# ---- wrr_packet_scheduler_flat ----
==> wrr_packet_scheduler_flat/met2.png <==
Bar = 20 µm.
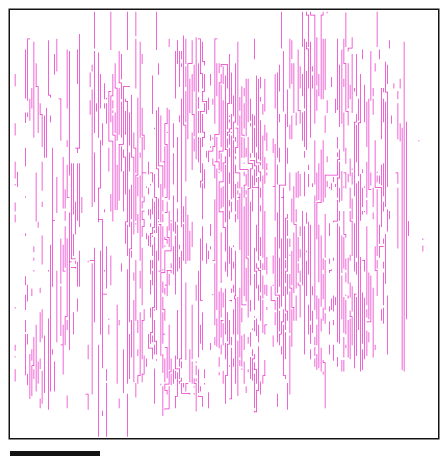

$ cat config.mk
export PLATFORM = sky130hd
export DESIGN_NAME = wrr_packet_scheduler_flat
export DESIGN_NICKNAME = d
export VERILOG_FILES = /design/src/rtl/wrr_packet_scheduler_if.sv /design/src/rtl/wrr_packet_scheduler.sv /design/src/flat_wrapper.sv
export SDC_FILE = /design/constraint.sdc
export NUM_CORES = 1
export LEC_CHECK = 0
export CAP_MARGIN = 20
export CORE_MARGIN = 3
export CORE_UTILIZATION = 59
export CTS_BUF_LIST = sky130_fd_sc_hd__clkbuf_2
export DETAILED_ROUTE_END_ITERATION = 7
export PLACE_DENSITY_LB_ADDON = 0.25
export SETUP_SLACK_MARGIN = 0.02
export SYNTH_ARGS = -nofsm -noshare
export SYNTH_HDL_FRONTEND = slang
export SYNTH_SLANG_ARGS = --single-unit
export TNS_END_PERCENT = 100
$ cat constraint.sdc
create_clock -name clk -period 3.26 [get_ports clk]
set_input_delay 0.652 -clock clk [delete_from_list [all_inputs] [get_ports clk]]
set_output_delay 0.652 -clock clk [all_outputs]
set_load 0.01 [all_outputs]
$ cat src/rtl/wrr_packet_scheduler_if.sv
// Handshake and configuration bundle between the WRR packet scheduler and the read engine.
// master = scheduler side, slave = downstream/config side.
interface wrr_packet_scheduler_if #(
    parameter int NUM_Q        = 8,
    parameter int PRIORITY_BIT = 3,
    parameter int WEIGHT_BIT   = 4
);
    logic                          cfg_load;
    logic [NUM_Q*WEIGHT_BIT-1:0]   cfg_weight;
    logic [NUM_Q-1:0]              q_nonempty;
    logic                          grant_ack;
    logic                          pkt_done;
    logic                          grant_vld;
    logic [PRIORITY_BIT-1:0]       grant_q;
    logic                          xfer_busy;
    logic                          round_done;

    modport master (
        input  cfg_load, cfg_weight, q_nonempty, grant_ack, pkt_done,
        output grant_vld, grant_q, xfer_busy, round_done
    );

    modport slave (
        output cfg_load, cfg_weight, q_nonempty, grant_ack, pkt_done,
        input  grant_vld, grant_q, xfer_busy, round_done
    );
endinterface

$ cat src/rtl/wrr_packet_scheduler.sv
// Packet-level weighted round-robin scheduler: one grant per packet, held until the
// read engine reports end-of-packet; credits reload when no eligible queue has credit left.
module wrr_packet_scheduler #(
    parameter int NUM_Q          = 8,
    parameter int PRIORITY_BIT   = 3,
    parameter int WEIGHT_BIT     = 4,
    parameter int DEFAULT_WEIGHT = 1
) (
    input  logic                   clk,
    input  logic                   rst_n,
    wrr_packet_scheduler_if.master bus
);
    typedef enum logic [1:0] {S_IDLE, S_RELOAD, S_GRANT, S_XFER} state_t;

    state_t                  r_state;
    logic [WEIGHT_BIT-1:0]   r_weight [NUM_Q];
    logic [WEIGHT_BIT-1:0]   r_credit [NUM_Q];
    logic [PRIORITY_BIT-1:0] r_ptr;
    logic [PRIORITY_BIT-1:0] r_grant_q;
    logic                    r_grant_vld;
    logic                    r_xfer_busy;
    logic                    r_round_done;

    logic [NUM_Q-1:0]        w_elig;
    logic [NUM_Q-1:0]        w_pend;
    logic                    w_found;
    logic                    w_pending;
    logic [PRIORITY_BIT-1:0] w_sel;
    logic [PRIORITY_BIT-1:0] w_idx;
    logic [WEIGHT_BIT-1:0]   w_dec;

    always_comb begin
        w_elig = '0;
        w_pend = '0;
        for (int unsigned i = 0; i < NUM_Q; i++) begin
            w_pend[i] = bus.q_nonempty[i] && (r_weight[i] != '0);
            w_elig[i] = w_pend[i] && (r_credit[i] != '0);
        end
        w_pending = |w_pend;
    end

    // Cyclic first-match search starting at r_ptr (inclusive); index add wraps naturally.
    always_comb begin
        w_found = 1'b0;
        w_sel   = '0;
        w_idx   = '0;
        for (int unsigned j = 0; j < NUM_Q; j++) begin
            w_idx = r_ptr + PRIORITY_BIT'(j);
            if (!w_found && w_elig[w_idx]) begin
                w_found = 1'b1;
                w_sel   = w_idx;
            end
        end
    end

    assign w_dec = r_credit[r_grant_q] - WEIGHT_BIT'(1);

    always_ff @(posedge clk) begin
        if (!rst_n) begin
            r_state      <= S_IDLE;
            r_ptr        <= '0;
            r_grant_q    <= '0;
            r_grant_vld  <= 1'b0;
            r_xfer_busy  <= 1'b0;
            r_round_done <= 1'b0;
            for (int unsigned i = 0; i < NUM_Q; i++) begin
                r_weight[i] <= WEIGHT_BIT'(DEFAULT_WEIGHT);
                r_credit[i] <= WEIGHT_BIT'(DEFAULT_WEIGHT);
            end
        end else begin
            if (bus.cfg_load) begin
                for (int unsigned i = 0; i < NUM_Q; i++) begin
                    r_weight[i] <= bus.cfg_weight[i*WEIGHT_BIT +: WEIGHT_BIT];
                end
            end
            case (r_state)
                S_IDLE: begin
                    if (w_found) begin
                        r_grant_q   <= w_sel;
                        r_grant_vld <= 1'b1;
                        r_state     <= S_GRANT;
                    end else if (w_pending) begin
                        r_round_done <= 1'b1;
                        r_state      <= S_RELOAD;
                    end
                end
                S_RELOAD: begin
                    // Reads pre-load weights even if cfg_load is active this cycle.
                    for (int unsigned i = 0; i < NUM_Q; i++) begin
                        r_credit[i] <= r_weight[i];
                    end
                    r_round_done <= 1'b0;
                    r_state      <= S_IDLE;
                end
                S_GRANT: begin
                    if (bus.grant_ack) begin
                        r_credit[r_grant_q] <= w_dec;
                        r_ptr       <= (w_dec != '0) ? r_grant_q : r_grant_q + PRIORITY_BIT'(1);
                        r_grant_vld <= 1'b0;
                        r_xfer_busy <= 1'b1;
                        r_state     <= S_XFER;
                    end
                end
                S_XFER: begin
                    if (bus.pkt_done) begin
                        r_xfer_busy <= 1'b0;
                        r_state     <= S_IDLE;
                    end
                end
                default: r_state <= S_IDLE;
            endcase
        end
    end

    assign bus.grant_vld  = r_grant_vld;
    assign bus.grant_q    = r_grant_q;
    assign bus.xfer_busy  = r_xfer_busy;
    assign bus.round_done = r_round_done;
endmodule

$ cat src/flat_wrapper.sv
// flat-port wrapper written by rule: the top's interface ports become plain ports
module wrr_packet_scheduler_flat 
#(
    parameter int NUM_Q          = 8,
    parameter int PRIORITY_BIT   = 3,
    parameter int WEIGHT_BIT     = 4,
    parameter int DEFAULT_WEIGHT = 1
)
  (clk, rst_n, bus_cfg_load, bus_cfg_weight, bus_q_nonempty, bus_grant_ack, bus_pkt_done, bus_grant_vld, bus_grant_q, bus_xfer_busy, bus_round_done);
  wrr_packet_scheduler_if #(.NUM_Q(NUM_Q), .PRIORITY_BIT(PRIORITY_BIT), .WEIGHT_BIT(WEIGHT_BIT)) bus_i ();
  input  logic clk;
  input  logic rst_n;
  input wire logic [$bits(bus_i.cfg_load)-1:0] bus_cfg_load;
  input wire logic [$bits(bus_i.cfg_weight)-1:0] bus_cfg_weight;
  input wire logic [$bits(bus_i.q_nonempty)-1:0] bus_q_nonempty;
  input wire logic [$bits(bus_i.grant_ack)-1:0] bus_grant_ack;
  input wire logic [$bits(bus_i.pkt_done)-1:0] bus_pkt_done;
  output wire logic [$bits(bus_i.grant_vld)-1:0] bus_grant_vld;
  output wire logic [$bits(bus_i.grant_q)-1:0] bus_grant_q;
  output wire logic [$bits(bus_i.xfer_busy)-1:0] bus_xfer_busy;
  output wire logic [$bits(bus_i.round_done)-1:0] bus_round_done;
  assign bus_i.cfg_load = bus_cfg_load;
  assign bus_i.cfg_weight = bus_cfg_weight;
  assign bus_i.q_nonempty = bus_q_nonempty;
  assign bus_i.grant_ack = bus_grant_ack;
  assign bus_i.pkt_done = bus_pkt_done;
  assign bus_grant_vld = bus_i.grant_vld;
  assign bus_grant_q = bus_i.grant_q;
  assign bus_xfer_busy = bus_i.xfer_busy;
  assign bus_round_done = bus_i.round_done;
  wrr_packet_scheduler #(.NUM_Q(NUM_Q), .PRIORITY_BIT(PRIORITY_BIT), .WEIGHT_BIT(WEIGHT_BIT), .DEFAULT_WEIGHT(DEFAULT_WEIGHT)) u_core (.clk(clk), .rst_n(rst_n), .bus(bus_i));
endmodule
# ---- mem_port_arbiter_flat ----
===== src/rtl/mem_arb_pkg.sv =====
// Shared types and constants for the two-port byte-memory arbiter.
package mem_arb_pkg;

    typedef enum logic [1:0] {
        ST_IDLE = 2'd0,
        ST_BEAT = 2'd1,
        ST_DONE = 2'd2
    } state_t;

    typedef enum logic {
        OWN_DATA  = 1'b0,
        OWN_FETCH = 1'b1
    } owner_t;

    localparam int WORD_BEATS = 4;
    localparam int BYTE_LANE  = 8;

    // Replace one big-endian byte lane of a word (beat 0 = bits 31:24).
    function automatic logic [31:0] put_lane(input logic [31:0] word,
                                             input logic [1:0]  beat,
                                             input logic [7:0]  b);
        logic [31:0] w;
        w = word;
        case (beat)
            2'd0:    w[31:24] = b;
            2'd1:    w[23:16] = b;
            2'd2:    w[15:8]  = b;
            default: w[7:0]   = b;
        endcase
        return w;
    endfunction

    // Extract one big-endian byte lane of a word (beat 0 = bits 31:24).
    function automatic logic [7:0] get_lane(input logic [31:0] word,
                                            input logic [1:0]  beat);
        logic [7:0] b;
        case (beat)
            2'd0:    b = word[31:24];
            2'd1:    b = word[23:16];
            2'd2:    b = word[15:8];
            default: b = word[7:0];
        endcase
        return b;
    endfunction

endpackage


===== src/rtl/mem_port_arbiter_if.sv =====
// Requester and byte-memory signals of the memory port arbiter.
// Handshake: a requester raises req with its inputs stable and holds them
// until it sees the one-cycle done pulse; err qualifies done and rdata is
// valid from done until the next done of the same port.
interface mem_port_arbiter_if #(
    parameter int ADDR_W = 32
);
    logic              if_req;
    logic [ADDR_W-1:0] if_addr;
    logic              if_done;
    logic [31:0]       if_rdata;
    logic              if_err;

    logic              d_req;
    logic              d_we;
    logic              d_byte;
    logic [ADDR_W-1:0] d_addr;
    logic [31:0]       d_wdata;
    logic              d_done;
    logic [31:0]       d_rdata;
    logic              d_err;

    logic [ADDR_W-1:0] mem_address;
    logic [7:0]        mem_writeData;
    logic              mem_memWrite;
    logic              mem_memRead;
    logic [7:0]        mem_readData;

    // Requesters and memory model side.
    modport master (
        output if_req, if_addr, d_req, d_we, d_byte, d_addr, d_wdata, mem_readData,
        input  if_done, if_rdata, if_err, d_done, d_rdata, d_err,
        input  mem_address, mem_writeData, mem_memWrite, mem_memRead
    );

    // Arbiter side.
    modport slave (
        input  if_req, if_addr, d_req, d_we, d_byte, d_addr, d_wdata, mem_readData,
        output if_done, if_rdata, if_err, d_done, d_rdata, d_err,
        output mem_address, mem_writeData, mem_memWrite, mem_memRead
    );
endinterface


===== src/rtl/mem_arb_rr.sv =====
// Two-way round-robin grant between fetch and data requests.
module mem_arb_rr
    import mem_arb_pkg::*;
(
    input  logic   clock,
    input  logic   reset,
    input  logic   grant_en,
    input  logic   req_fetch,
    input  logic   req_data,
    output logic   grant_valid,
    output owner_t grant_owner,
    output owner_t last_grant
);

    // Remember who won last so a tie goes to the other port.
    always_ff @(posedge clock or negedge reset) begin
        if (!reset) begin
            last_grant <= OWN_DATA;
        end else if (grant_valid) begin
            last_grant <= grant_owner;
        end
    end

    // Single request wins outright; a tie alternates.
    always_comb begin
        grant_valid = grant_en && (req_fetch || req_data);
        grant_owner = OWN_DATA;
        if (req_fetch && req_data) begin
            grant_owner = (last_grant == OWN_DATA) ? OWN_FETCH : OWN_DATA;
        end else if (req_fetch) begin
            grant_owner = OWN_FETCH;
        end
    end

endmodule


===== src/rtl/mem_port_arbiter.sv =====
// Shares one byte-wide memory between the fetch port and the data port,
// sequencing word accesses as four big-endian byte beats.
module mem_port_arbiter
    import mem_arb_pkg::*;
#(
    parameter int MEM_BYTES = 1024,
    parameter int ADDR_W    = 32
)(
    input  logic             clock,
    input  logic             reset,
    mem_port_arbiter_if.slave bus,
    output state_t           dbg_state,
    output logic [1:0]       dbg_beat,
    output owner_t           dbg_last_grant
);

    state_t            state;
    state_t            state_next;
    owner_t            owner;
    logic [ADDR_W-1:0] base;
    logic              we;
    logic              is_byte;
    logic [31:0]       wdata;
    logic [31:0]       rd_buf;
    logic [1:0]        beat;

    logic              grant_valid;
    owner_t            grant_owner;
    owner_t            last_grant;

    logic [ADDR_W-1:0] sel_addr;
    logic              sel_byte;
    logic              sel_we;
    logic [ADDR_W:0]   len_m1;
    logic [ADDR_W:0]   sel_last;
    logic              sel_err;
    logic              last_beat;
    logic [31:0]       rd_word;

    mem_arb_rr u_rr (
        .clock       (clock),
        .reset       (reset),
        .grant_en    (state == ST_IDLE),
        .req_fetch   (bus.if_req),
        .req_data    (bus.d_req),
        .grant_valid (grant_valid),
        .grant_owner (grant_owner),
        .last_grant  (last_grant)
    );

    assign dbg_state      = state;
    assign dbg_beat       = beat;
    assign dbg_last_grant = last_grant;

    // Decode the granted request and range-check it; the sum is one bit wider
    // so an address near the top of the space cannot wrap past the check.
    always_comb begin
        sel_addr  = (grant_owner == OWN_FETCH) ? bus.if_addr : bus.d_addr;
        sel_byte  = (grant_owner == OWN_FETCH) ? 1'b0 : bus.d_byte;
        sel_we    = (grant_owner == OWN_FETCH) ? 1'b0 : bus.d_we;
        len_m1    = sel_byte ? '0 : (ADDR_W+1)'(WORD_BEATS - 1);
        sel_last  = {1'b0, sel_addr} + len_m1;
        sel_err   = (!sel_byte && (sel_addr[1:0] != 2'b00)) ||
                    (sel_last >= (ADDR_W+1)'(MEM_BYTES));
        last_beat = is_byte || (beat == 2'(WORD_BEATS - 1));
        rd_word   = put_lane(rd_buf, beat, bus.mem_readData);
    end

    // State register.
    always_ff @(posedge clock or negedge reset) begin
        if (!reset) begin
            state <= ST_IDLE;
        end else begin
            state <= state_next;
        end
    end

    // Next state and memory strobes; memory is only touched in BEAT.
    always_comb begin
        state_next        = state;
        bus.mem_address   = '0;
        bus.mem_writeData = 8'h00;
        bus.mem_memWrite  = 1'b0;
        bus.mem_memRead   = 1'b0;
        case (state)
            ST_IDLE: begin
                if (grant_valid) begin
                    state_next = sel_err ? ST_DONE : ST_BEAT;
                end
            end
            ST_BEAT: begin
                bus.mem_address = base + ADDR_W'(beat);
                if (we) begin
                    bus.mem_memWrite  = 1'b1;
                    bus.mem_writeData = is_byte ? wdata[7:0] : get_lane(wdata, beat);
                end else begin
                    bus.mem_memRead = 1'b1;
                end
                if (last_beat) begin
                    state_next = ST_DONE;
                end
            end
            ST_DONE: state_next = ST_IDLE;
            default: state_next = ST_IDLE;
        endcase
    end

    // Latch the granted request, gather read bytes, and raise the owner's
    // done/err/rdata on the edge that enters DONE so they are valid together.
    always_ff @(posedge clock or negedge reset) begin
        if (!reset) begin
            owner        <= OWN_DATA;
            base         <= '0;
            we           <= 1'b0;
            is_byte      <= 1'b0;
            wdata        <= '0;
            rd_buf       <= '0;
            beat         <= 2'd0;
            bus.if_done  <= 1'b0;
            bus.if_err   <= 1'b0;
            bus.if_rdata <= '0;
            bus.d_done   <= 1'b0;
            bus.d_err    <= 1'b0;
            bus.d_rdata  <= '0;
        end else begin
            bus.if_done <= 1'b0;
            bus.if_err  <= 1'b0;
            bus.d_done  <= 1'b0;
            bus.d_err   <= 1'b0;
            case (state)
                ST_IDLE: begin
                    if (grant_valid) begin
                        owner   <= grant_owner;
                        base    <= sel_addr;
                        we      <= sel_we;
                        is_byte <= sel_byte;
                        wdata   <= bus.d_wdata;
                        beat    <= 2'd0;
                        rd_buf  <= '0;
                        if (sel_err) begin
                            if (grant_owner == OWN_FETCH) begin
                                bus.if_done <= 1'b1;
                                bus.if_err  <= 1'b1;
                            end else begin
                                bus.d_done <= 1'b1;
                                bus.d_err  <= 1'b1;
                            end
                        end
                    end
                end
                ST_BEAT: begin
                    if (!we) begin
                        rd_buf <= rd_word;
                    end
                    if (last_beat) begin
                        if (owner == OWN_FETCH) begin
                            bus.if_done  <= 1'b1;
                            bus.if_rdata <= rd_word;
                        end else begin
                            bus.d_done <= 1'b1;
                            if (!we) begin
                                bus.d_rdata <= is_byte ?
                                    {{24{bus.mem_readData[7]}}, bus.mem_readData} : rd_word;
                            end
                        end
                    end else begin
                        beat <= beat + 2'd1;
                    end
                end
                default: ;
            endcase
        end
    end

endmodule


===== src/flat_wrapper.sv =====
// flat-port wrapper written by rule: the top's interface ports become plain ports
module mem_port_arbiter_flat import mem_arb_pkg::*;
#(
    parameter int MEM_BYTES = 1024,
    parameter int ADDR_W    = 32
)
  (clock, reset, dbg_state, dbg_beat, dbg_last_grant, bus_if_req, bus_if_addr, bus_d_req, bus_d_we, bus_d_byte, bus_d_addr, bus_d_wdata, bus_mem_readData, bus_if_done, bus_if_rdata, bus_if_err, bus_d_done, bus_d_rdata, bus_d_err, bus_mem_address, bus_mem_writeData, bus_mem_memWrite, bus_mem_memRead);
  mem_port_arbiter_if #(.ADDR_W(ADDR_W)) bus_i ();
  input  logic clock;
  input  logic reset;
  output state_t dbg_state;
  output logic [1:0] dbg_beat;
  output owner_t dbg_last_grant;
  input wire logic [$bits(bus_i.if_req)-1:0] bus_if_req;
  input wire logic [$bits(bus_i.if_addr)-1:0] bus_if_addr;
  input wire logic [$bits(bus_i.d_req)-1:0] bus_d_req;
  input wire logic [$bits(bus_i.d_we)-1:0] bus_d_we;
  input wire logic [$bits(bus_i.d_byte)-1:0] bus_d_byte;
  input wire logic [$bits(bus_i.d_addr)-1:0] bus_d_addr;
  input wire logic [$bits(bus_i.d_wdata)-1:0] bus_d_wdata;
  input wire logic [$bits(bus_i.mem_readData)-1:0] bus_mem_readData;
  output wire logic [$bits(bus_i.if_done)-1:0] bus_if_done;
  output wire logic [$bits(bus_i.if_rdata)-1:0] bus_if_rdata;
  output wire logic [$bits(bus_i.if_err)-1:0] bus_if_err;
  output wire logic [$bits(bus_i.d_done)-1:0] bus_d_done;
  output wire logic [$bits(bus_i.d_rdata)-1:0] bus_d_rdata;
  output wire logic [$bits(bus_i.d_err)-1:0] bus_d_err;
  output wire logic [$bits(bus_i.mem_address)-1:0] bus_mem_address;
  output wire logic [$bits(bus_i.mem_writeData)-1:0] bus_mem_writeData;
  output wire logic [$bits(bus_i.mem_memWrite)-1:0] bus_mem_memWrite;
  output wire logic [$bits(bus_i.mem_memRead)-1:0] bus_mem_memRead;
  assign bus_i.if_req = bus_if_req;
  assign bus_i.if_addr = bus_if_addr;
  assign bus_i.d_req = bus_d_req;
  assign bus_i.d_we = bus_d_we;
  assign bus_i.d_byte = bus_d_byte;
  assign bus_i.d_addr = bus_d_addr;
  assign bus_i.d_wdata = bus_d_wdata;
  assign bus_i.mem_readData = bus_mem_readData;
  assign bus_if_done = bus_i.if_done;
  assign bus_if_rdata = bus_i.if_rdata;
  assign bus_if_err = bus_i.if_err;
  assign bus_d_done = bus_i.d_done;
  assign bus_d_rdata = bus_i.d_rdata;
  assign bus_d_err = bus_i.d_err;
  assign bus_mem_address = bus_i.mem_address;
  assign bus_mem_writeData = bus_i.mem_writeData;
  assign bus_mem_memWrite = bus_i.mem_memWrite;
  assign bus_mem_memRead = bus_i.mem_memRead;
  mem_port_arbiter #(.MEM_BYTES(MEM_BYTES), .ADDR_W(ADDR_W)) u_core (.clock(clock), .reset(reset), .bus(bus_i), .dbg_state(dbg_state), .dbg_beat(dbg_beat), .dbg_last_grant(dbg_last_grant));
endmodule

===== config.mk =====
export PLATFORM = sky130hd
export DESIGN_NAME = mem_port_arbiter_flat
export DESIGN_NICKNAME = d
export VERILOG_FILES = /design/src/rtl/mem_arb_pkg.sv /design/src/rtl/mem_port_arbiter_if.sv /design/src/rtl/mem_arb_rr.sv /design/src/rtl/mem_port_arbiter.sv /design/src/flat_wrapper.sv
export SDC_FILE = /design/constraint.sdc
export NUM_CORES = 1
export LEC_CHECK = 0
export ABC_CLOCK_PERIOD_IN_PS = 4950
export CORE_UTILIZATION = 39
export DETAILED_ROUTE_END_ITERATION = 6
export MAX_ROUTING_LAYER = met4
export PLACE_DENSITY = 0.65
export SLEW_MARGIN = 20
export SYNTH_ARGS = -nofsm -noshare
export SYNTH_HDL_FRONTEND = slang
export SYNTH_SLANG_ARGS = --single-unit

===== constraint.sdc =====
create_clock -name clock -period 4.95 [get_ports clock]
set_input_delay 0.99 -clock clock [delete_from_list [all_inputs] [get_ports clock]]
set_output_delay 0.99 -clock clock [all_outputs]
set_load 0.005 [all_outputs]

# ---- latch_write_sequencer ----
--- src/rtl/latch_write_sequencer.sv ---
// Drives a level-sensitive latch bank: captures a word over valid/ready, then
// sequences D/EN through setup, enable pulse and hold. Readback: LATCH_READBACK_EN.
module latch_write_sequencer #(
    parameter int WIDTH     = 8,
    parameter int SETUP_CYC = 2,
    parameter int EN_CYC    = 3,
    parameter int HOLD_CYC  = 2
) (
    input  logic             CLK,
    input  logic             RST,
    input  logic [WIDTH-1:0] IN_DATA,
    input  logic             IN_VALID,
    output logic             IN_READY,
    output logic [WIDTH-1:0] D,
    output logic             EN,
    input  logic [WIDTH-1:0] Q_FB,
    output logic             DONE,
    output logic             ERR
);

    if (SETUP_CYC < 1 || SETUP_CYC > 255) begin : g_bad_setup
        $error("SETUP_CYC must be in 1..255");
    end
    if (EN_CYC < 1 || EN_CYC > 255) begin : g_bad_en
        $error("EN_CYC must be in 1..255");
    end
    if (HOLD_CYC < 1 || HOLD_CYC > 255) begin : g_bad_hold
        $error("HOLD_CYC must be in 1..255");
    end

    localparam logic [7:0] SETUP_LOAD = 8'(SETUP_CYC - 1);
    localparam logic [7:0] EN_LOAD    = 8'(EN_CYC - 1);
    localparam logic [7:0] HOLD_LOAD  = 8'(HOLD_CYC - 1);

    typedef enum logic [1:0] {IDLE, SETUP, PULSE, HOLD} state_t;

    state_t           state_q, state_d;
    logic [7:0]       cnt_q, cnt_d;
    logic [WIDTH-1:0] d_q, d_d;
    logic             en_q, en_d;
    logic             done_q, done_d;
    logic             err_q, err_d;

    // NOTE: every variable gets a default before the case so no path leaves it unassigned (no latch).
    always_comb begin
        state_d = state_q;
        cnt_d   = cnt_q;
        d_d     = d_q;
        en_d    = en_q;
        done_d  = 1'b0;
        err_d   = err_q;
        unique case (state_q)
            IDLE: begin
                if (IN_VALID) begin
                    d_d     = IN_DATA;
                    cnt_d   = SETUP_LOAD;
                    state_d = SETUP;
                end
            end
            SETUP: begin
                if (cnt_q == 8'd0) begin
                    en_d    = 1'b1;
                    cnt_d   = EN_LOAD;
                    state_d = PULSE;
                end else begin
                    cnt_d = cnt_q - 8'd1;
                end
            end
            PULSE: begin
                if (cnt_q == 8'd0) begin
                    en_d    = 1'b0;
                    cnt_d   = HOLD_LOAD;
                    state_d = HOLD;
                end else begin
                    cnt_d = cnt_q - 8'd1;
                end
            end
            HOLD: begin
                if (cnt_q == 8'd0) begin
                    done_d  = 1'b1;
                    state_d = IDLE;
`ifdef LATCH_READBACK_EN
                    // Last cycle of hold: the latch has had the full pulse to settle.
                    if (Q_FB != d_q) err_d = 1'b1;
`endif
                end else begin
                    cnt_d = cnt_q - 8'd1;
                end
            end
            default: state_d = IDLE;
        endcase
    end

    // NOTE: sequential state uses non-blocking assignments so all flops update together.
    always_ff @(posedge CLK) begin
        if (RST) begin
            state_q <= IDLE;
            cnt_q   <= 8'd0;
            d_q     <= '0;
            en_q    <= 1'b0;
            done_q  <= 1'b0;
            err_q   <= 1'b0;
        end else begin
            state_q <= state_d;
            cnt_q   <= cnt_d;
            d_q     <= d_d;
            en_q    <= en_d;
            done_q  <= done_d;
            err_q   <= err_d;
        end
    end

    assign IN_READY = (state_q == IDLE) && !RST;
    assign D        = d_q;
    assign EN       = en_q;
    assign DONE     = done_q;

`ifdef LATCH_READBACK_EN
    assign ERR = err_q;
`else
    // Without readback the feedback path and error flop have no observers.
    logic unused_fb;
    assign unused_fb = ^{Q_FB, err_q};
    assign ERR       = 1'b0;
`endif

endmodule
--- config.mk ---
export PLATFORM = sky130hd
export DESIGN_NAME = latch_write_sequencer
export DESIGN_NICKNAME = d
export VERILOG_FILES = /design/src/rtl/latch_write_sequencer.sv
export SDC_FILE = /design/constraint.sdc
export NUM_CORES = 1
export LEC_CHECK = 0
export CAP_MARGIN = 5
export CORE_UTILIZATION = 43
export CTS_BUF_LIST = sky130_fd_sc_hd__clkbuf_2
export DETAILED_ROUTE_END_ITERATION = 10
export PLACE_DENSITY = 0.77
export SYNTH_ARGS = -nofsm -noshare
export SYNTH_HDL_FRONTEND = slang
export SYNTH_SLANG_ARGS = --single-unit
--- constraint.sdc ---
create_clock -name CLK -period 1.95 [get_ports CLK]
set_clock_uncertainty 0.15 [all_clocks]
set_input_delay 0.39 -clock CLK [delete_from_list [all_inputs] [get_ports CLK]]
set_output_delay 0.39 -clock CLK [all_outputs]
set_load 0.005 [all_outputs]
# ---- bram_write_arbiter ----
File: config.mk
export PLATFORM = sky130hd
export DESIGN_NAME = bram_write_arbiter
export DESIGN_NICKNAME = d
export VERILOG_FILES = /design/src/rtl/bram_write_arbiter.sv
export SDC_FILE = /design/constraint.sdc
export NUM_CORES = 1
export LEC_CHECK = 0
export CORE_AREA = 2 2 102 104
export CTS_CLUSTER_DIAMETER = 50
export DETAILED_ROUTE_END_ITERATION = 12
export DIE_AREA = 0 0 104 106
export GPL_TIMING_DRIVEN = 0
export HOLD_SLACK_MARGIN = 0.12
export PLACE_DENSITY = 0.67
export SLEW_MARGIN = 20
export SYNTH_ARGS = -nofsm -noshare
export SYNTH_HDL_FRONTEND = slang
export SYNTH_SLANG_ARGS = --single-unit
File: constraint.sdc
create_clock -name clk -period 2 [get_ports clk]
set_clock_uncertainty 0.2 [all_clocks]
set_input_delay 0.2 -clock clk [delete_from_list [all_inputs] [get_ports clk]]
set_output_delay 0.2 -clock clk [all_outputs]
set_load 0.005 [all_outputs]
File: src/rtl/bram_write_arbiter.sv
// Round-robin arbiter sharing one BRAM write port between two requesters,
// each writing sequential words into its own fixed address region.
module bram_write_arbiter #(
  parameter int                    DATA_WIDTH   = 32,
  parameter int                    ADDR_WIDTH   = 32,
  parameter logic [ADDR_WIDTH-1:0] BASE_ADDR_0  = 32'hB002_0000,
  parameter logic [ADDR_WIDTH-1:0] BASE_ADDR_1  = 32'hB003_0000,
  parameter int                    REGION_WORDS = 1024
) (
  input  logic                    clk,
  input  logic                    reset,
  input  logic [1:0]              req_valid,
  input  logic [2*DATA_WIDTH-1:0] req_data,
  input  logic [1:0]              req_last,
  output logic [1:0]              req_ready,
  input  logic                    clear_overflow,
  output logic [ADDR_WIDTH-1:0]   bram_addr,
  output logic [DATA_WIDTH-1:0]   bram_data,
  output logic [3:0]              write_enable,
  output logic [1:0]              overflow,
  output logic                    busy
);

  localparam int OFF_W = $clog2(REGION_WORDS);
  localparam logic [OFF_W-1:0] OFF_MAX = OFF_W'(REGION_WORDS - 1);

  // Handshake: a word moves when req_valid[i] && req_ready[i]; at most one
  // ready bit is high, and ready never depends on req_data or req_last.
  typedef enum logic {PRIO0, PRIO1} state_t;

  state_t                  state, state_next;
  logic [1:0]              grant;
  logic [OFF_W-1:0]        off [2];
  logic [OFF_W-1:0]        off_next [2];
  logic [1:0]              wrap;
  logic [ADDR_WIDTH-1:0]   addr_next;
  logic [DATA_WIDTH-1:0]   data_next;

  function automatic logic [ADDR_WIDTH-1:0] word_to_byte(input logic [OFF_W-1:0] o);
    return {{(ADDR_WIDTH-OFF_W-2){1'b0}}, o, 2'b00};
  endfunction

  always_comb begin
    grant      = 2'b00;
    state_next = state;
    if (reset) begin
      case (req_valid)
        2'b01:   grant = 2'b01;
        2'b10:   grant = 2'b10;
        2'b11:   grant = (state == PRIO0) ? 2'b01 : 2'b10;
        default: grant = 2'b00;
      endcase
    end
    if (grant[0])      state_next = PRIO1;
    else if (grant[1]) state_next = PRIO0;
  end

  assign req_ready = grant;

  // A non-last word at the top of the region wraps to zero and flags overflow.
  always_comb begin
    wrap = 2'b00;
    for (int i = 0; i < 2; i++) begin
      off_next[i] = off[i];
      if (grant[i]) begin
        if (req_last[i]) begin
          off_next[i] = '0;
        end else if (off[i] == OFF_MAX) begin
          off_next[i] = '0;
          wrap[i]     = 1'b1;
        end else begin
          off_next[i] = off[i] + OFF_W'(1);
        end
      end
    end
  end

  always_comb begin
    if (grant[1]) begin
      addr_next = BASE_ADDR_1 + word_to_byte(off[1]);
      data_next = req_data[DATA_WIDTH +: DATA_WIDTH];
    end else begin
      addr_next = BASE_ADDR_0 + word_to_byte(off[0]);
      data_next = req_data[0 +: DATA_WIDTH];
    end
  end

  always_ff @(posedge clk or negedge reset) begin
    if (!reset) begin
      state        <= PRIO0;
      off[0]       <= '0;
      off[1]       <= '0;
      bram_addr    <= BASE_ADDR_0;
      bram_data    <= '0;
      write_enable <= 4'b0000;
      overflow     <= 2'b00;
    end else begin
      state        <= state_next;
      off[0]       <= off_next[0];
      off[1]       <= off_next[1];
      write_enable <= (|grant) ? 4'b1111 : 4'b0000;
      if (|grant) begin
        bram_addr <= addr_next;
        bram_data <= data_next;
      end
      // A wrap in the same cycle as a clear keeps the bit set.
      overflow <= wrap | (clear_overflow ? 2'b00 : overflow);
    end
  end

  assign busy = (off[0] != '0) || (off[1] != '0) || (|write_enable);

endmodule

==> wrr_packet_scheduler_flat/final_placement.png <==
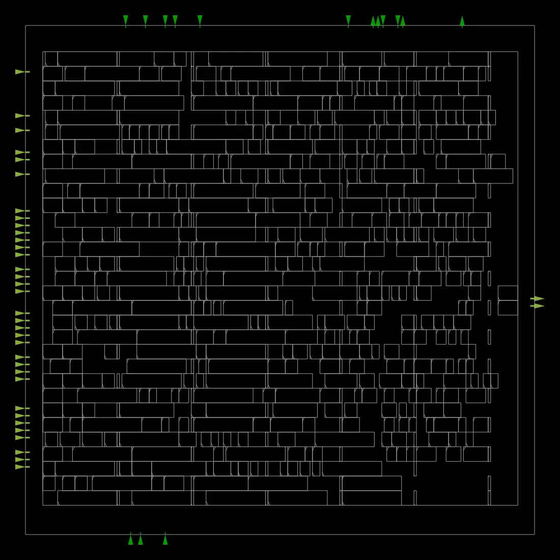
core region area: 7450 µm²
Fillers: 535

## Picture notes: wrr_packet_scheduler_flat/met2.png
share of all routed wire: 50%
longest straight run: 72.8 µm
main direction: vertical
final WL: 12100 µm
detailed-route via count: 3835

==> flow_metrics.env, wrr_packet_scheduler_flat <==
# physical design summary
export IMPL_utilization=0.733
export IMPL_hold_path_startpoint="u_core.bus.grant_vld"
export IMPL_pre_cts_ws_ns=-0.0678
export IMPL_p_sw_frac=0.371
export IMPL_seq_share=0.404
export IMPL_cts_root_buf="clkbuf_2"
export IMPL_aoi_share=0.207
export IMPL_status="complete, no violations"
export IMPL_routed_top_layer="met4"
export IMPL_clk_latency_ns=0.54
export IMPL_grt_max_degree=37
export IMPL_port_buffers=50
export IMPL_grt_util_met3=0.0534
export IMPL_mostFrequentLayoutCells="64 x edfxtp_1, 50 x clkdlybuf4s50_1, 46 x nand2_1, 32 x nor2_1, 31 x o21ai_0"
export IMPL_cpMaxStageDelayCell="o41ai_4"
export IMPL_area_share_nonclk_buffers=0.123
export IMPL_die_y_um=94.6
export IMPL_end_kind="flop"
export IMPL_synthTopLogicFamily="AND-OR/OR-AND gates"
[wrr_packet_scheduler_flat: worst max path at each step]
stage                          startpoint                    end  depth (start not counted)
floorplan                 u_core.r_ptr[0]                   flop                          9
global placement        bus_q_nonempty[6]                   flop                          9
detailed placement      bus_q_nonempty[6]                   flop                         10
CTS                 u_core.r_weight[0][8]      u_core.r_state[0]                          9
global route        u_core.r_weight[0][8]  u_core.bus.round_done                          9
finish              u_core.r_weight[0][8]      u_core.r_state[0]                          9
[wrr_packet_scheduler_flat: cell usage after synthesis (8+ instances only)]
| master | count | area share |
|---|---|---|
| nor2_1 | 32 | 0.026 |
| nand3_1 | 16 | 0.017 |
| nand2_1 | 46 | 0.037 |
| dfxtp_1 | 14 | 0.060 |
| clkbuf_1 | 16 | 0.013 |
| nor4_1 | 13 | 0.018 |
| mux4_2 | 11 | 0.053 |
| edfxtp_1 | 64 | 0.41 |
| a21oi_1 | 14 | 0.015 |
| inv_1 | 13 | 0.011 |
| mux2i_1 | 12 | 0.026 |
| o21ai_0 | 31 | 0.033 |
| and3_1 | 21 | 0.028 |
| o41ai_4 | 8 | 0.048 |
| o41ai_1 | 8 | 0.015 |
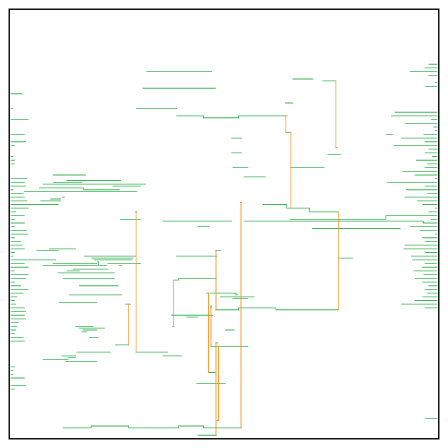
(mem_port_arbiter_flat/metal_stack.png)
Only two layers are drawn.
| color | layer | wire length |
|---|---|---|
| green | met3 | 1730 µm |
| orange | met4 | 388 µm |
final WL: 28300 µm
Total GRT Usage: 0.239

==> mem_port_arbiter_flat/wire_density.png <==
32 x 32 tiles, from white (low) to dark blue (high), scaled to the fullest tile. Values are wire area over tile area, all layers added.
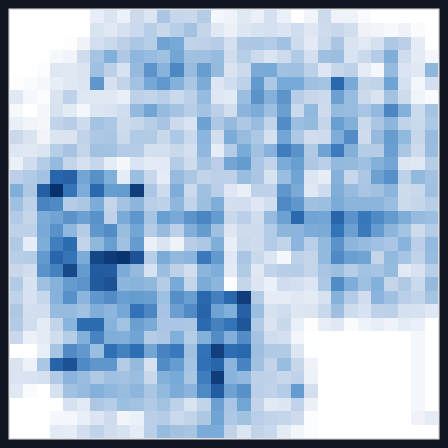
mean over tiles: 0.18
nearly empty tiles: 12%
fullest tile: 0.58
emptiest ninth of the die: south-east
tiles over half the peak: 17%
WL/cell: 18.0 µm
detailed-route via count: 8505

==> flow_metrics.env, mem_port_arbiter_flat <==
# physical design summary
export IMPL_grt_pass1_wl_um=44300
export IMPL_p_total_mw=3.67
export IMPL_ant_nets=0
export IMPL_critical_path_required_ns=3.96
export IMPL_cpPeakStageDelay_ns=0.54
export IMPL_mux_share=0.100
export IMPL_yosys_warnings=0
export IMPL_ys_sh_simple=0.202
export IMPL_place_gp_congestion=0.898
export IMPL_crit_chain="ha_1 -> a21o_1 -> nand4_1 -> nor2_1 -> and2_1 -> nand3_1 -> or3_1 -> a21oi_1 -> clkdlybuf4s50_1"
export IMPL_most_common_cell="nand2_1"
export IMPL_status="complete, no violations"
export IMPL_flops=171
export IMPL_crit_family="simple AND/OR/NAND/NOR gates"
export IMPL_cpMaxStageDelayCell="clkdlybuf4s50_1"
export IMPL_syn_area_per_cell_um2=8.98
export IMPL_layout_cells_most_common="nand2_1"
export IMPL_htreeDepth=4
export IMPL_netlist_area_um2=9450
export IMPL_clock_path_buffers=2
export IMPL_cts_hold_buf=0
export IMPL_synthAdderAreaFrac=0.0127
export IMPL_critPathLaunchType="flop"
export IMPL_pre_cts_ws_ns=0.200
export IMPL_final_setup_tns_ns=0
export IMPL_grt_pass1_vias=8029
mem_port_arbiter_flat: worst register-to-register path: cells and delay by family, from the launching register on:
| family | cells | cell delay, ns |
|---|---|---|
| adder cells (fa/ha/maj) | 1 | 0.33 |
| buffers and inverters | 1 | 0.17 |
| multiplexers | 1 | 0.46 |
| flip-flops | 1 | 0.54 |
| AND/OR/NAND/NOR | 2 | 0.44 |
| AND-OR/OR-AND | 6 | 1.69 |
mem_port_arbiter_flat: per-layer routing:
layer  vias up  wire [µm]  GRT usage
met5         -          0          -
met4         0        387     0.0643
met3        29       1730     0.0411
met2       284      12700      0.355
met1      4089      13500      0.336
li1       4103          -          -
mem_port_arbiter_flat: cells by family after synthesis:
family | after synthesis
buf+inv | 84
simple gates | 435
flops | 171
compound gates | 219
mux | 88
fa+ha+maj | 9
xor+xnor | 47
mem_port_arbiter_flat: through the flow:
step,util,std cells
final,0.535,1572
after global routing,0.535,1572
after CTS,0.533,1571
after detailed placement,0.507,1539
after global placement,0.507,1539
after floorplan,-,1053
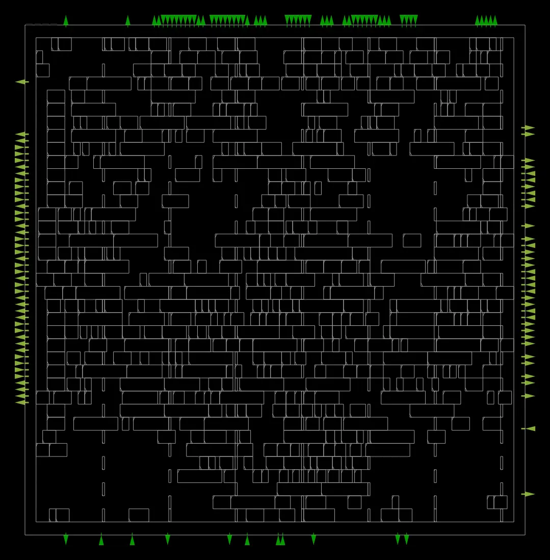
(bram_write_arbiter/final_placement.png)
row count: 37
Fillers: 935
Taps Inserted: 136
core region area: 10000 µm²

==> bram_write_arbiter/met2.png <==
Bar = 20 µm.
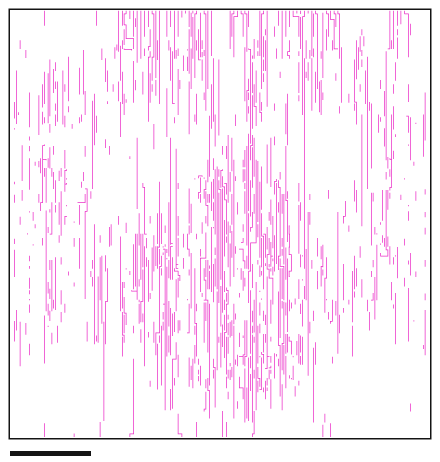
main direction: vertical
longest straight run: 52.0 µm
wire length on this layer: 4950 µm
detailed-route via count: 3372
Global Route met2 Usage: 0.315
final WL: 10300 µm

==> flow_metrics.env, bram_write_arbiter <==
# physical design summary
export IMPL_critical_path_required_ns=1.60
export IMPL_xor_area_frac=0.00780
export IMPL_clock_power_mw=1.04
export IMPL_power_top_group="registers"
export IMPL_routed_top_layer="met4"
export IMPL_drc_errors=0
export IMPL_violations="setup timing"
export IMPL_hold_end="overflow[0]"
export IMPL_setup_viol=1
export IMPL_status="complete, but fails checks"
export IMPL_async_reset_ff_frac=1.00
export IMPL_ys_sh_simple=0.223
export IMPL_hold_path_startpoint="req_valid[0]"
export IMPL_dp_hpwl_um=6980
export IMPL_grt_usage=0.187
export IMPL_setup_slack_ns=-0.228
export IMPL_wl_met3_um=890
export IMPL_drv_cap=0
-- bram_write_arbiter: cell usage after synthesis, types with 2 or more instances --
master | count | area share
clkbuf_1 | 11 | 0.012
or4_1 | 2 | 0.0045
o22ai_1 | 2 | 0.0037
buf_1 | 3 | 0.0033
nand2b_1 | 2 | 0.0037
o2bb2ai_1 | 2 | 0.0052
conb_1 | 2 | 0.0022
xnor2_1 | 3 | 0.0078
nor3b_1 | 4 | 0.0089
buf_2 | 7 | 0.010
a22oi_1 | 40 | 0.089
nor2_1 | 5 | 0.0056
and3_1 | 5 | 0.0093
nand2_1 | 108 | 0.12
o21ai_0 | 12 | 0.018
nand3_1 | 12 | 0.018
mux2i_1 | 4 | 0.012
inv_1 | 10 | 0.011
nor4b_1 | 4 | 0.010
nor4_1 | 4 | 0.0074
buf_4 | 26 | 0.058
a21oi_1 | 3 | 0.0045
dfrtp_1 | 67 | 0.50
ha_1 | 4 | 0.015
o221ai_1 | 2 | 0.0052
nand4_1 | 5 | 0.0093
-- bram_write_arbiter: critical path: stages, from the launching register on --
cell	delay, ns
dfrtp_1	0.41
inv_2	0.09
ha_4	0.14
nor4b_4	0.19
nand4_1	0.10
or4_4	0.44
buf_6	0.13
==> latch_write_sequencer/metal_stack.png <==
Only two layers are drawn.
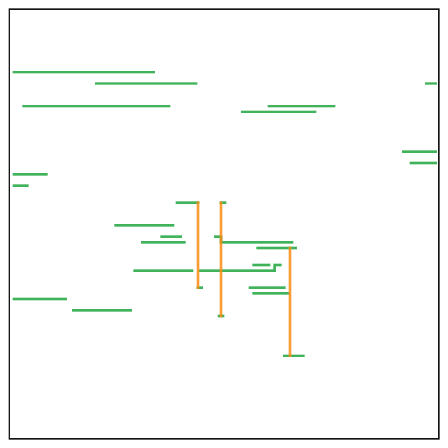
| color | layer | wire length |
|---|---|---|
| green | met3 | 151 µm |
| orange | met4 | 36.7 µm |
Total GRT Usage: 0.230
final WL: 2810 µm

==> flow_metrics.env, latch_write_sequencer <==
# physical design summary
export IMPL_status="complete, but fails checks"
export IMPL_violations="setup timing"
export IMPL_comb_share=0.411
export IMPL_async_reset_ff_frac=0
export IMPL_edf_count=0
export IMPL_grt_use_met2=0.401
export IMPL_worst_pin_slew_ns=0.481
export IMPL_mux_share=0
export IMPL_busiest_layer="met2"
export IMPL_postSynthCellCount=122
export IMPL_path_max_fanout=3
export IMPL_grt_util_met3=0.0268
export IMPL_htreeDepth=1
export IMPL_top_area_cell="dfxtp_1"
export IMPL_setup_slack_ns=-0.0683
export IMPL_regArea_um2=405
export IMPL_ir_drop_mv=1.13
export IMPL_critPathLaunchType="flop"
export IMPL_nWellTaps=28
export IMPL_power_density_nw_per_um2=1740
export IMPL_port_buffers=21
export IMPL_cpPeakStageDelay_ns=0.58
export IMPL_internal_power_mw=1.61
export IMPL_clk_latency_ns=0.33
export IMPL_first_pass_iters=4
export IMPL_area_delta_synth_final_pct=53.2
export IMPL_setup_viol=5
-- latch_write_sequencer: per-stage QoR --
| stage | cells | cell area, µm² | utilization | hold WS, ns | power [mW] |
|---|---|---|---|---|---|
| 2_1_floorplan | 122 | 1050 | - | 0.299 | 1.58 |
| 3_3_place_gp | 189 | 1430 | 0.636 | 0.294 | 2.10 |
| 3_5_place_dp | 189 | 1430 | 0.636 | 0.299 | 2.17 |
| 4_1_cts | 198 | 1570 | 0.695 | 0.323 | 2.63 |
| 5_1_grt | 199 | 1600 | 0.711 | 0.352 | 2.97 |
| 6_report | 199 | 1600 | 0.711 | 0.321 | 2.79 |
-- latch_write_sequencer: final timing paths --
path / from / to / slack [ns] / cells after the start
max: cnt_q[1] / cnt_q[3] / -0.07 / 7
min: D[2] / D[2] / 0.32 / 2
max reg2reg: cnt_q[1] / cnt_q[3] / -0.07 / 7
min reg2reg: D[2] / D[2] / 0.32 / 2
-- latch_write_sequencer: flip-flops by register name, indices dropped and copies added, names as in the netlist --
name and flops:
D 8, DONE 1, EN 1, cnt_q 8, state_q 2


## Gallery

Sequential cells grouped by signal name.
Other sequential cells in the stronger gray, the rest of the logic in the fainter gray.
shot_01.png
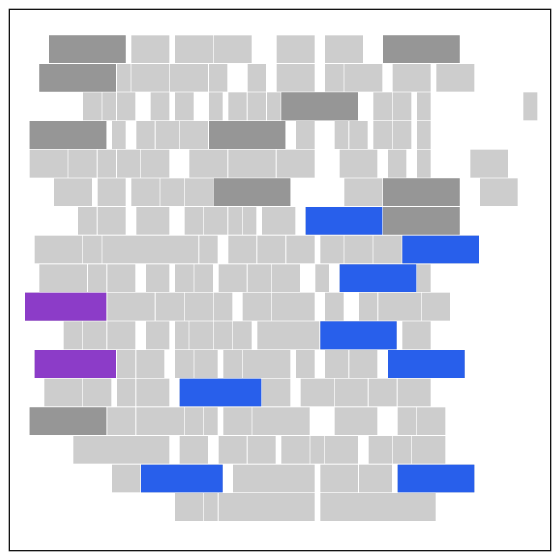
shot_02.png
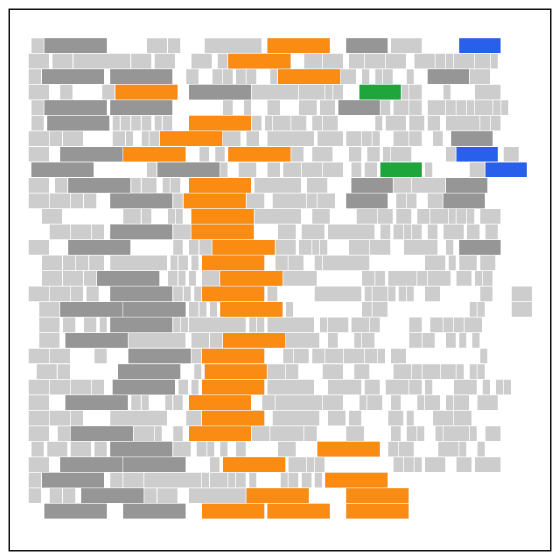
shot_03.png
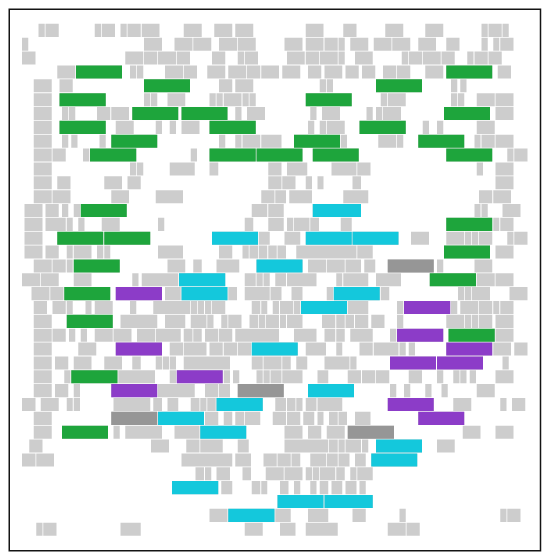
The one with the fewest sequential cells is shot_01.png.
- shot_02.png = wrr_packet_scheduler_flat
- shot_03.png = bram_write_arbiter
- shot_01.png = latch_write_sequencer


==> gallery <==
Port wiring.
(a)
Bar = 20 µm.
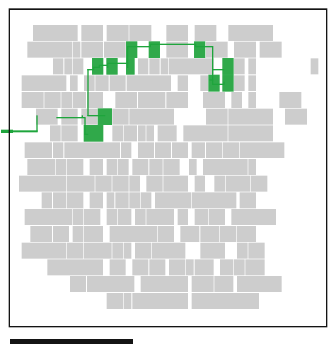
(b)
Bar = 20 µm.
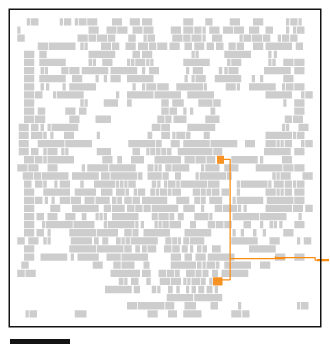
(c)
Bar = 50 µm.
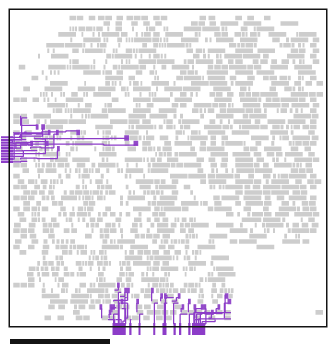
(d)
Bar = 20 µm.
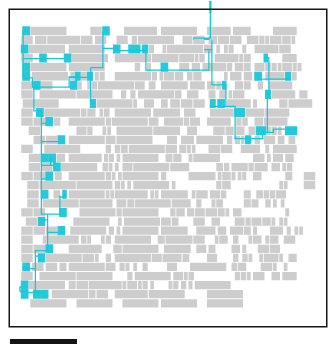
For mem_port_arbiter_flat, see (c).
For bram_write_arbiter, see (b).
For wrr_packet_scheduler_flat, see (d).
For latch_write_sequencer, see (a).

Key to (d):
| color | port | bits | direction | edge | end cells | buffers | wire |
|---|---|---|---|---|---|---|---|
| cyan | rst_n | 1 | input | north | 47 | 3 | 358 µm |

Power is estimated from default activity; no workload was simulated.
